=== design 1 ===
### config.mk
export PLATFORM = sky130hd
export DESIGN_NAME = vec_bus_arbiter
export DESIGN_NICKNAME = d
export VERILOG_FILES = /design/src/rtl/vec_bus_pkg.sv /design/src/rtl/rr_priority_pick.sv /design/src/rtl/vec_bus_arbiter.sv
export SDC_FILE = /design/constraint.sdc
export NUM_CORES = 1
export LEC_CHECK = 0
export CAP_MARGIN = 20
export CORE_AREA = 5 5 52 64
export CTS_BUF_LIST = sky130_fd_sc_hd__clkbuf_2
export DETAILED_ROUTE_END_ITERATION = 6
export DIE_AREA = 0 0 57 69
export PLACE_DENSITY = 0.62
export SKIP_CTS_REPAIR_TIMING = 1
export SLEW_MARGIN = 40
export SYNTH_ARGS = -nofsm -noshare
export SYNTH_HDL_FRONTEND = slang
export SYNTH_SLANG_ARGS = --single-unit
### constraint.sdc
create_clock -name clk -period 6.4 [get_ports clk]
set_clock_uncertainty 0.1 [all_clocks]
set_input_delay 1.28 -clock clk [delete_from_list [all_inputs] [get_ports clk]]
set_output_delay 1.28 -clock clk [all_outputs]
set_load 0.005 [all_outputs]
### src/rtl/vec_bus_pkg.sv
// Shared widths, source IDs and FSM encoding for the vector result mux arbiter.
package vec_bus_pkg;
  localparam int N_SRC  = 4;
  localparam int SEL_W  = 2;
  localparam int VEC_W  = 192;
  localparam int WORD_W = 32;

  localparam logic [SEL_W-1:0] SRC_VEC = 2'd0;
  localparam logic [SEL_W-1:0] SRC_B   = 2'd1;
  localparam logic [SEL_W-1:0] SRC_C   = 2'd2;
  localparam logic [SEL_W-1:0] SRC_D   = 2'd3;

  typedef enum logic {IDLE, GRANT} arb_state_t;
endpackage

### src/rtl/rr_priority_pick.sv
// Rotating-priority picker: first set req bit starting at ptr, wrapping mod 4.
// Purely combinational, zero latency, no backpressure.
module rr_priority_pick
  import vec_bus_pkg::*;
(
  input  logic [N_SRC-1:0] req,
  input  logic [SEL_W-1:0] ptr,
  output logic             any,
  output logic [SEL_W-1:0] idx,
  output logic [N_SRC-1:0] oh
);
  // Walk from the lowest-priority offset down so the ptr slot is written last and wins.
  always_comb begin
    any = 1'b0;
    idx = '0;
    oh  = '0;
    for (int i = N_SRC - 1; i >= 0; i--) begin
      if (req[ptr + SEL_W'(i)]) begin
        any = 1'b1;
        idx = ptr + SEL_W'(i);
      end
    end
    if (any) oh[idx] = 1'b1;
  end
endmodule

### src/rtl/vec_bus_arbiter.sv
// Round-robin grant/sel sequencer for the 4-to-1 vector result mux with per-tenure burst cap.
// Grant one cycle after request; zero-bubble handover; ready=0 holds grant, sel and beat count.
module vec_bus_arbiter
  import vec_bus_pkg::*;
#(
  parameter int MAX_BURST = 4
) (
  input  logic             clk,
  input  logic             rst,
  input  logic [N_SRC-1:0] req,
  input  logic [N_SRC-1:0] last,
  input  logic             ready,
  output logic [N_SRC-1:0] gnt,
  output logic [SEL_W-1:0] sel,
  output logic             valid,
  output logic             busy
);
  localparam logic [3:0] BURST_LIM = 4'(MAX_BURST);

  arb_state_t       state, state_nxt;
  logic [SEL_W-1:0] ptr, ptr_nxt, sel_nxt, pick_ptr, pick_idx;
  logic [N_SRC-1:0] gnt_nxt, pick_oh;
  logic [3:0]       beat_cnt, cnt_nxt;
  logic             busy_nxt, beat, rel, pick_any;

  assign valid = (state == GRANT) && req[sel];
  assign beat  = valid && ready;
  assign rel   = (state == GRANT) &&
                 (!req[sel] || (beat && (last[sel] || (beat_cnt + 4'd1 == BURST_LIM))));

  // On release the search starts just past the grantee, which puts it last in line.
  assign pick_ptr = rel ? sel + SEL_W'(1) : ptr;

  rr_priority_pick u_pick (
    .req (req),
    .ptr (pick_ptr),
    .any (pick_any),
    .idx (pick_idx),
    .oh  (pick_oh)
  );

  always_ff @(posedge clk) begin
    if (rst) begin
      state    <= IDLE;
      gnt      <= '0;
      sel      <= SRC_VEC;
      busy     <= 1'b0;
      ptr      <= '0;
      beat_cnt <= '0;
    end else begin
      state    <= state_nxt;
      gnt      <= gnt_nxt;
      sel      <= sel_nxt;
      busy     <= busy_nxt;
      ptr      <= ptr_nxt;
      beat_cnt <= cnt_nxt;
    end
  end

  always_comb begin
    state_nxt = state;
    gnt_nxt   = gnt;
    sel_nxt   = sel;
    busy_nxt  = busy;
    ptr_nxt   = ptr;
    cnt_nxt   = beat_cnt;
    case (state)
      IDLE: begin
        if (pick_any) begin
          state_nxt = GRANT;
          gnt_nxt   = pick_oh;
          sel_nxt   = pick_idx;
          busy_nxt  = 1'b1;
          cnt_nxt   = '0;
        end
      end
      GRANT: begin
        if (rel) begin
          ptr_nxt = pick_ptr;
          cnt_nxt = '0;
          if (pick_any) begin
            gnt_nxt = pick_oh;
            sel_nxt = pick_idx;
          end else begin
            state_nxt = IDLE;
            gnt_nxt   = '0;
            busy_nxt  = 1'b0;
          end
        end else if (beat) begin
          cnt_nxt = beat_cnt + 4'd1;
        end
      end
      default: state_nxt = IDLE;
    endcase
  end
endmodule

=== design 2 ===
## src/rtl/modn_slice_arbiter.sv

```systemverilog
// -----------------------------------------------------------------------------
// modn_slice_arbiter
// Time-slice round-robin arbiter. One requester holds the shared resource for
// at most N counted cycles (one quantum). The grant rotates when the quantum
// expires or when the holder drops its request. Handover is back-to-back.
//
// Ports
//   clk          system clock, rising edge
//   reset        asynchronous, active-high reset
//   req          level-sensitive request vector, bit i = requester i
//   slice_en     slice counter enable; low freezes the running quantum
//   grant        registered one-hot grant, zero when idle
//   grant_valid  registered, high while any grant bit is set
//   grant_id     registered binary index of the holder, zero when idle
//   slice_count  registered slice counter value
//   slice_tc     combinational terminal count of the quantum
// -----------------------------------------------------------------------------
module modn_slice_arbiter #(
    parameter int unsigned NREQ  = 4,
    parameter int unsigned N     = 5,
    parameter int unsigned WIDTH = (N > 1) ? $clog2(N) : 1,
    parameter int unsigned IDW   = $clog2(NREQ)
) (
    input  logic             clk,
    input  logic             reset,
    input  logic [NREQ-1:0]  req,
    input  logic             slice_en,
    output logic [NREQ-1:0]  grant,
    output logic             grant_valid,
    output logic [IDW-1:0]   grant_id,
    output logic [WIDTH-1:0] slice_count,
    output logic             slice_tc
);

    typedef enum logic [0:0] {
        IDLE  = 1'b0,
        GRANT = 1'b1
    } state_t;

    localparam logic [WIDTH-1:0] CNT_LAST = WIDTH'(N - 1);
    localparam logic [IDW-1:0]   PTR_RST  = IDW'(NREQ - 1);

    state_t            state_q, state_d;
    logic [NREQ-1:0]   grant_q, grant_d;
    logic              valid_q, valid_d;
    logic [IDW-1:0]    id_q, id_d;
    logic [WIDTH-1:0]  count_q, count_d;
    logic [IDW-1:0]    ptr_q, ptr_d;

    logic              tc_c;
    logic              release_c;
    logic [IDW-1:0]    base_c;
    logic              found_c;
    logic [IDW-1:0]    pick_c;

    // First set bit of r searching base+1, base+2, ... modulo NREQ; base itself last.
    function automatic logic [IDW:0] rr_pick(input logic [NREQ-1:0] r,
                                             input logic [IDW-1:0]  base);
        logic           found;
        logic [IDW-1:0] idx;
        int unsigned    cand;
        found = 1'b0;
        idx   = '0;
        cand  = 0;
        for (int unsigned i = 1; i <= NREQ; i++) begin
            cand = 32'(base) + i;
            if (cand >= NREQ) begin
                cand = cand - NREQ;
            end
            if (!found && r[IDW'(cand)]) begin
                found = 1'b1;
                idx   = IDW'(cand);
            end
        end
        return {found, idx};
    endfunction

    // Quantum terminal count, only meaningful while a grant is held
    assign tc_c = valid_q & slice_en & (count_q == CNT_LAST);

    // Release decision and round-robin candidate shared by both comb processes
    always_comb begin
        release_c = 1'b0;
        base_c    = ptr_q;
        if (state_q == GRANT) begin
            release_c = ~req[id_q] | tc_c;
            base_c    = id_q;
        end
        {found_c, pick_c} = rr_pick(req, base_c);
    end

    // State register
    always_ff @(posedge clk or posedge reset) begin
        if (reset) begin
            state_q <= IDLE;
        end else begin
            state_q <= state_d;
        end
    end

    // Next-state logic
    always_comb begin
        state_d = state_q;
        case (state_q)
            IDLE: begin
                if (found_c) begin
                    state_d = GRANT;
                end
            end
            GRANT: begin
                if (release_c && !found_c) begin
                    state_d = IDLE;
                end
            end
            default: state_d = IDLE;
        endcase
    end

    // Output / datapath next values
    always_comb begin
        grant_d = grant_q;
        valid_d = valid_q;
        id_d    = id_q;
        count_d = count_q;
        ptr_d   = ptr_q;
        case (state_q)
            IDLE: begin
                if (found_c) begin
                    grant_d = NREQ'(1) << pick_c;
                    valid_d = 1'b1;
                    id_d    = pick_c;
                    count_d = '0;
                end
            end
            GRANT: begin
                if (release_c) begin
                    // Holder becomes the new priority reference whether or not anyone follows
                    ptr_d   = id_q;
                    count_d = '0;
                    if (found_c) begin
                        grant_d = NREQ'(1) << pick_c;
                        valid_d = 1'b1;
                        id_d    = pick_c;
                    end else begin
                        grant_d = '0;
                        valid_d = 1'b0;
                        id_d    = '0;
                    end
                end else if (slice_en) begin
                    count_d = (count_q == CNT_LAST) ? '0 : count_q + WIDTH'(1);
                end
            end
            default: begin
                grant_d = '0;
                valid_d = 1'b0;
                id_d    = '0;
                count_d = '0;
            end
        endcase
    end

    // Registered outputs and round-robin pointer
    always_ff @(posedge clk or posedge reset) begin
        if (reset) begin
            grant_q <= '0;
            valid_q <= 1'b0;
            id_q    <= '0;
            count_q <= '0;
            ptr_q   <= PTR_RST;
        end else begin
            grant_q <= grant_d;
            valid_q <= valid_d;
            id_q    <= id_d;
            count_q <= count_d;
            ptr_q   <= ptr_d;
        end
    end

    assign grant       = grant_q;
    assign grant_valid = valid_q;
    assign grant_id    = id_q;
    assign slice_count = count_q;
    assign slice_tc    = tc_c;

endmodule
```

## config.mk

```make
export PLATFORM = sky130hd
export DESIGN_NAME = modn_slice_arbiter
export DESIGN_NICKNAME = d
export VERILOG_FILES = /design/src/rtl/modn_slice_arbiter.sv
export SDC_FILE = /design/constraint.sdc
export NUM_CORES = 1
export LEC_CHECK = 0
export CAP_MARGIN = 5
export CORE_ASPECT_RATIO = 1.4
export CORE_MARGIN = 2
export CORE_UTILIZATION = 38
export CTS_CLUSTER_DIAMETER = 50
export CTS_CLUSTER_SIZE = 24
export DETAILED_ROUTE_END_ITERATION = 8
export SYNTH_ARGS = -nofsm -noshare
export SYNTH_HDL_FRONTEND = slang
export SYNTH_SLANG_ARGS = --single-unit
```

## constraint.sdc

```tcl
create_clock -name clk -period 3.65 [get_ports clk]
set_input_delay 0.73 -clock clk [delete_from_list [all_inputs] [get_ports clk]]
set_output_delay 0.73 -clock clk [all_outputs]
set_load 0.01 [all_outputs]
```

==> design_2/placement.png <==
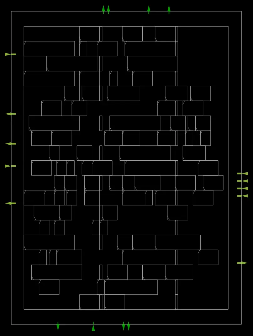
final cell count without fillers: 109
core region area: 0.00193 mm²
layout filler cell count: 194

==> notes.md, design 2 <==
Reports from this run.

- STA classifies the critical path startpoint as an input port.
- The final tally of setup violations reads 0.
- The clock buffer count reads 4.
- The cell taking the most area after synthesis reads dfrtp_1.
- The post-cts resize count reads 0.
- The hold path endpoint reads grant[0].
- The number of ports placed on the die boundary is 18.
- The total negative setup slack is 0 ps.
- The share of the core filled with cells is 50.8%.
- The largest driver fanout on the critical path is 6.
- The number of setup buffers added after CTS reads 0.
- The yosys synthesis warning count reads 0.
- The number of storage elements in the synthesis netlist reads 13.
- Counting I/O delays and the setup requirement, the final critical path takes 2950 ps.
- Relative to the synthesized area, the layout overhead comes to 27.6%.
- The flow ran to the end, and the final reports show no timing, DRC or antenna violations.
- For the pin with the worst max-slew slack, the measured transition is 494 ps.
- STA reports a reg2reg setup slack of 1770 ps.
- The most instantiated logic cell after routing is clkdlybuf4s50_1.
==> design 2: worst max-delay path: stages <==
cell	delay (ps)
clkdlybuf4s50_1	550
nand4_1	250
inv_1	150
clkdlybuf4s50_1	540
==> design 2: cell families (layout without fill, tap and decap cells) <==
group / Yosys count / after routing / synth area share, %
multiplexers: 9 / 9 / 14.4
AND-OR/OR-AND: 24 / 24 / 25.6
adder cells (fa/ha/maj): 2 / 2 / 3.26
buffers and inverters: 10 / 30 / 5.87
AND/OR/NAND/NOR: 10 / 10 / 8.16
flip-flops: 13 / 13 / 42.7
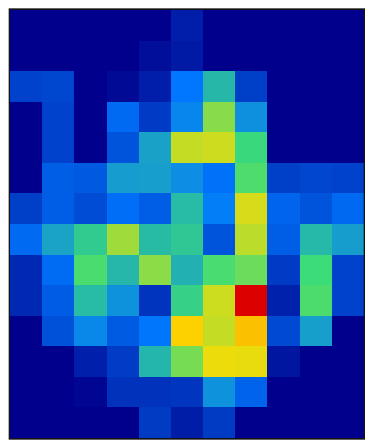
(design_1/metal_density.png)
11 x 14 tiles, from dark blue (low) to red (high), scaled to the fullest tile. Values are wire area over tile area, all layers added.
The mean over all tiles is 0.083. The fullest tile reaches 0.42. 35% of the tiles are nearly empty. The densest ninth of the die: center. 13% of the tiles are over half the peak. The emptiest ninth of the die: upper right.
Post-Route WL: 2090 µm
All-Layer GR Usage: 10.8%

==> notes.md, design 1 <==
Reports from this run.

- The number of violations reported at the end of detailed-routing iteration 0 reads 16.
- OpenROAD reports that the post-layout worst path occupies 69.0% of the period.
- The flop-to-flop setup slack reads 3670 ps.
- Synthesis produced a netlist whose cell count is 103.
- The largest buffer count on any clock path is 2.
- The logic depth of the worst setup path including buffers is 4.
- The fraction of the mapped netlist area in simple logic gates reads 24.8%.
- The post-synth design cell area reads 910 µm².
- The category of the critical setup timing path is input port to primary output.
- The clock root buffer master is clkbuf_2.
- In the routed layout, each cell is associated on average with a via count of 5.38.
- The compound-cell area share of the yosys netlist is 26.3%.
- The post-synthesis chip area from yosys reads 910 µm².
- In the post-synthesis netlist, the cell with the most instances is dfxtp_1.
- The cell repeated most along the worst path is clkdlybuf4s50_1.
- The switching power of the nets is 0.0758 mW.
- The routability-driven placement congestion ratio is 0.775.
- The run finished with clean final reports.
- The global-route track usage on met1 reads 13.2%.
- Entering global routing, the biggest net connects 12 pins.
- By count the netlist is led by 14 x dfxtp_1, 10 x nor2_1, 9 x nand2_1.
- The final design was reported to hold multi-input combinational gates totalling 79.
- The total leakage power is 0.429 nW.
- The estimated wirelength of the detail-placed design reads 1600 µm.
- The cell count in the Yosys report is 103.
- The area taken by flip-flops and latches reads 280 µm².
- The most used flip-flop cell reads dfxtp_1.
- The fraction of power consumed by the clock network is 17.0%.
- The top cell type by area accounts for 30.8% of the synthesized area.
design 1: per-layer routing:
layer | vias up | part of all wire [%]
met4 | 0 | 0.77
met2 | 20 | 48
li1 | 426 | -
met5 | - | 0
met1 | 391 | 46
met3 | 2 | 4.9
design 1: through the flow:
step                      hold WS (ps)  setup WS [ps]  cells  util, %
after floorplan                    345           3030    103        -
after global placement             348           2010    152     41.3
after detailed placement           345           1990    152     41.3
after CTS                          368           1980    156     42.0
after global routing               393           1930    156     42.0
final                              364           1980    156     42.0
design 1: sequential cells by signal, indices dropped and copies added (netlist names):
register	count
sel	2
state	1
gnt	4
busy	1
beat_cnt	4
ptr	2


==> gallery <==
Clock network drawn from the DEF.
panel A
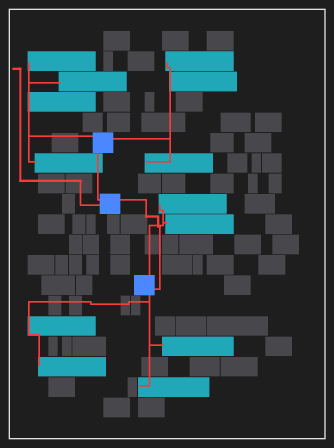
panel B
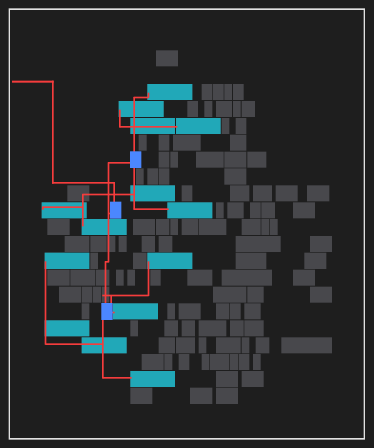
Panel A is design 2.
Panel B is design 1.

Key to panel A:
Key: clock drivers = blue [count 3]; clock wires = red [length 171 µm]; flip-flops = cyan [count 13]
There are 4 routed clock nets.

Power is estimated from default activity; no workload was simulated.
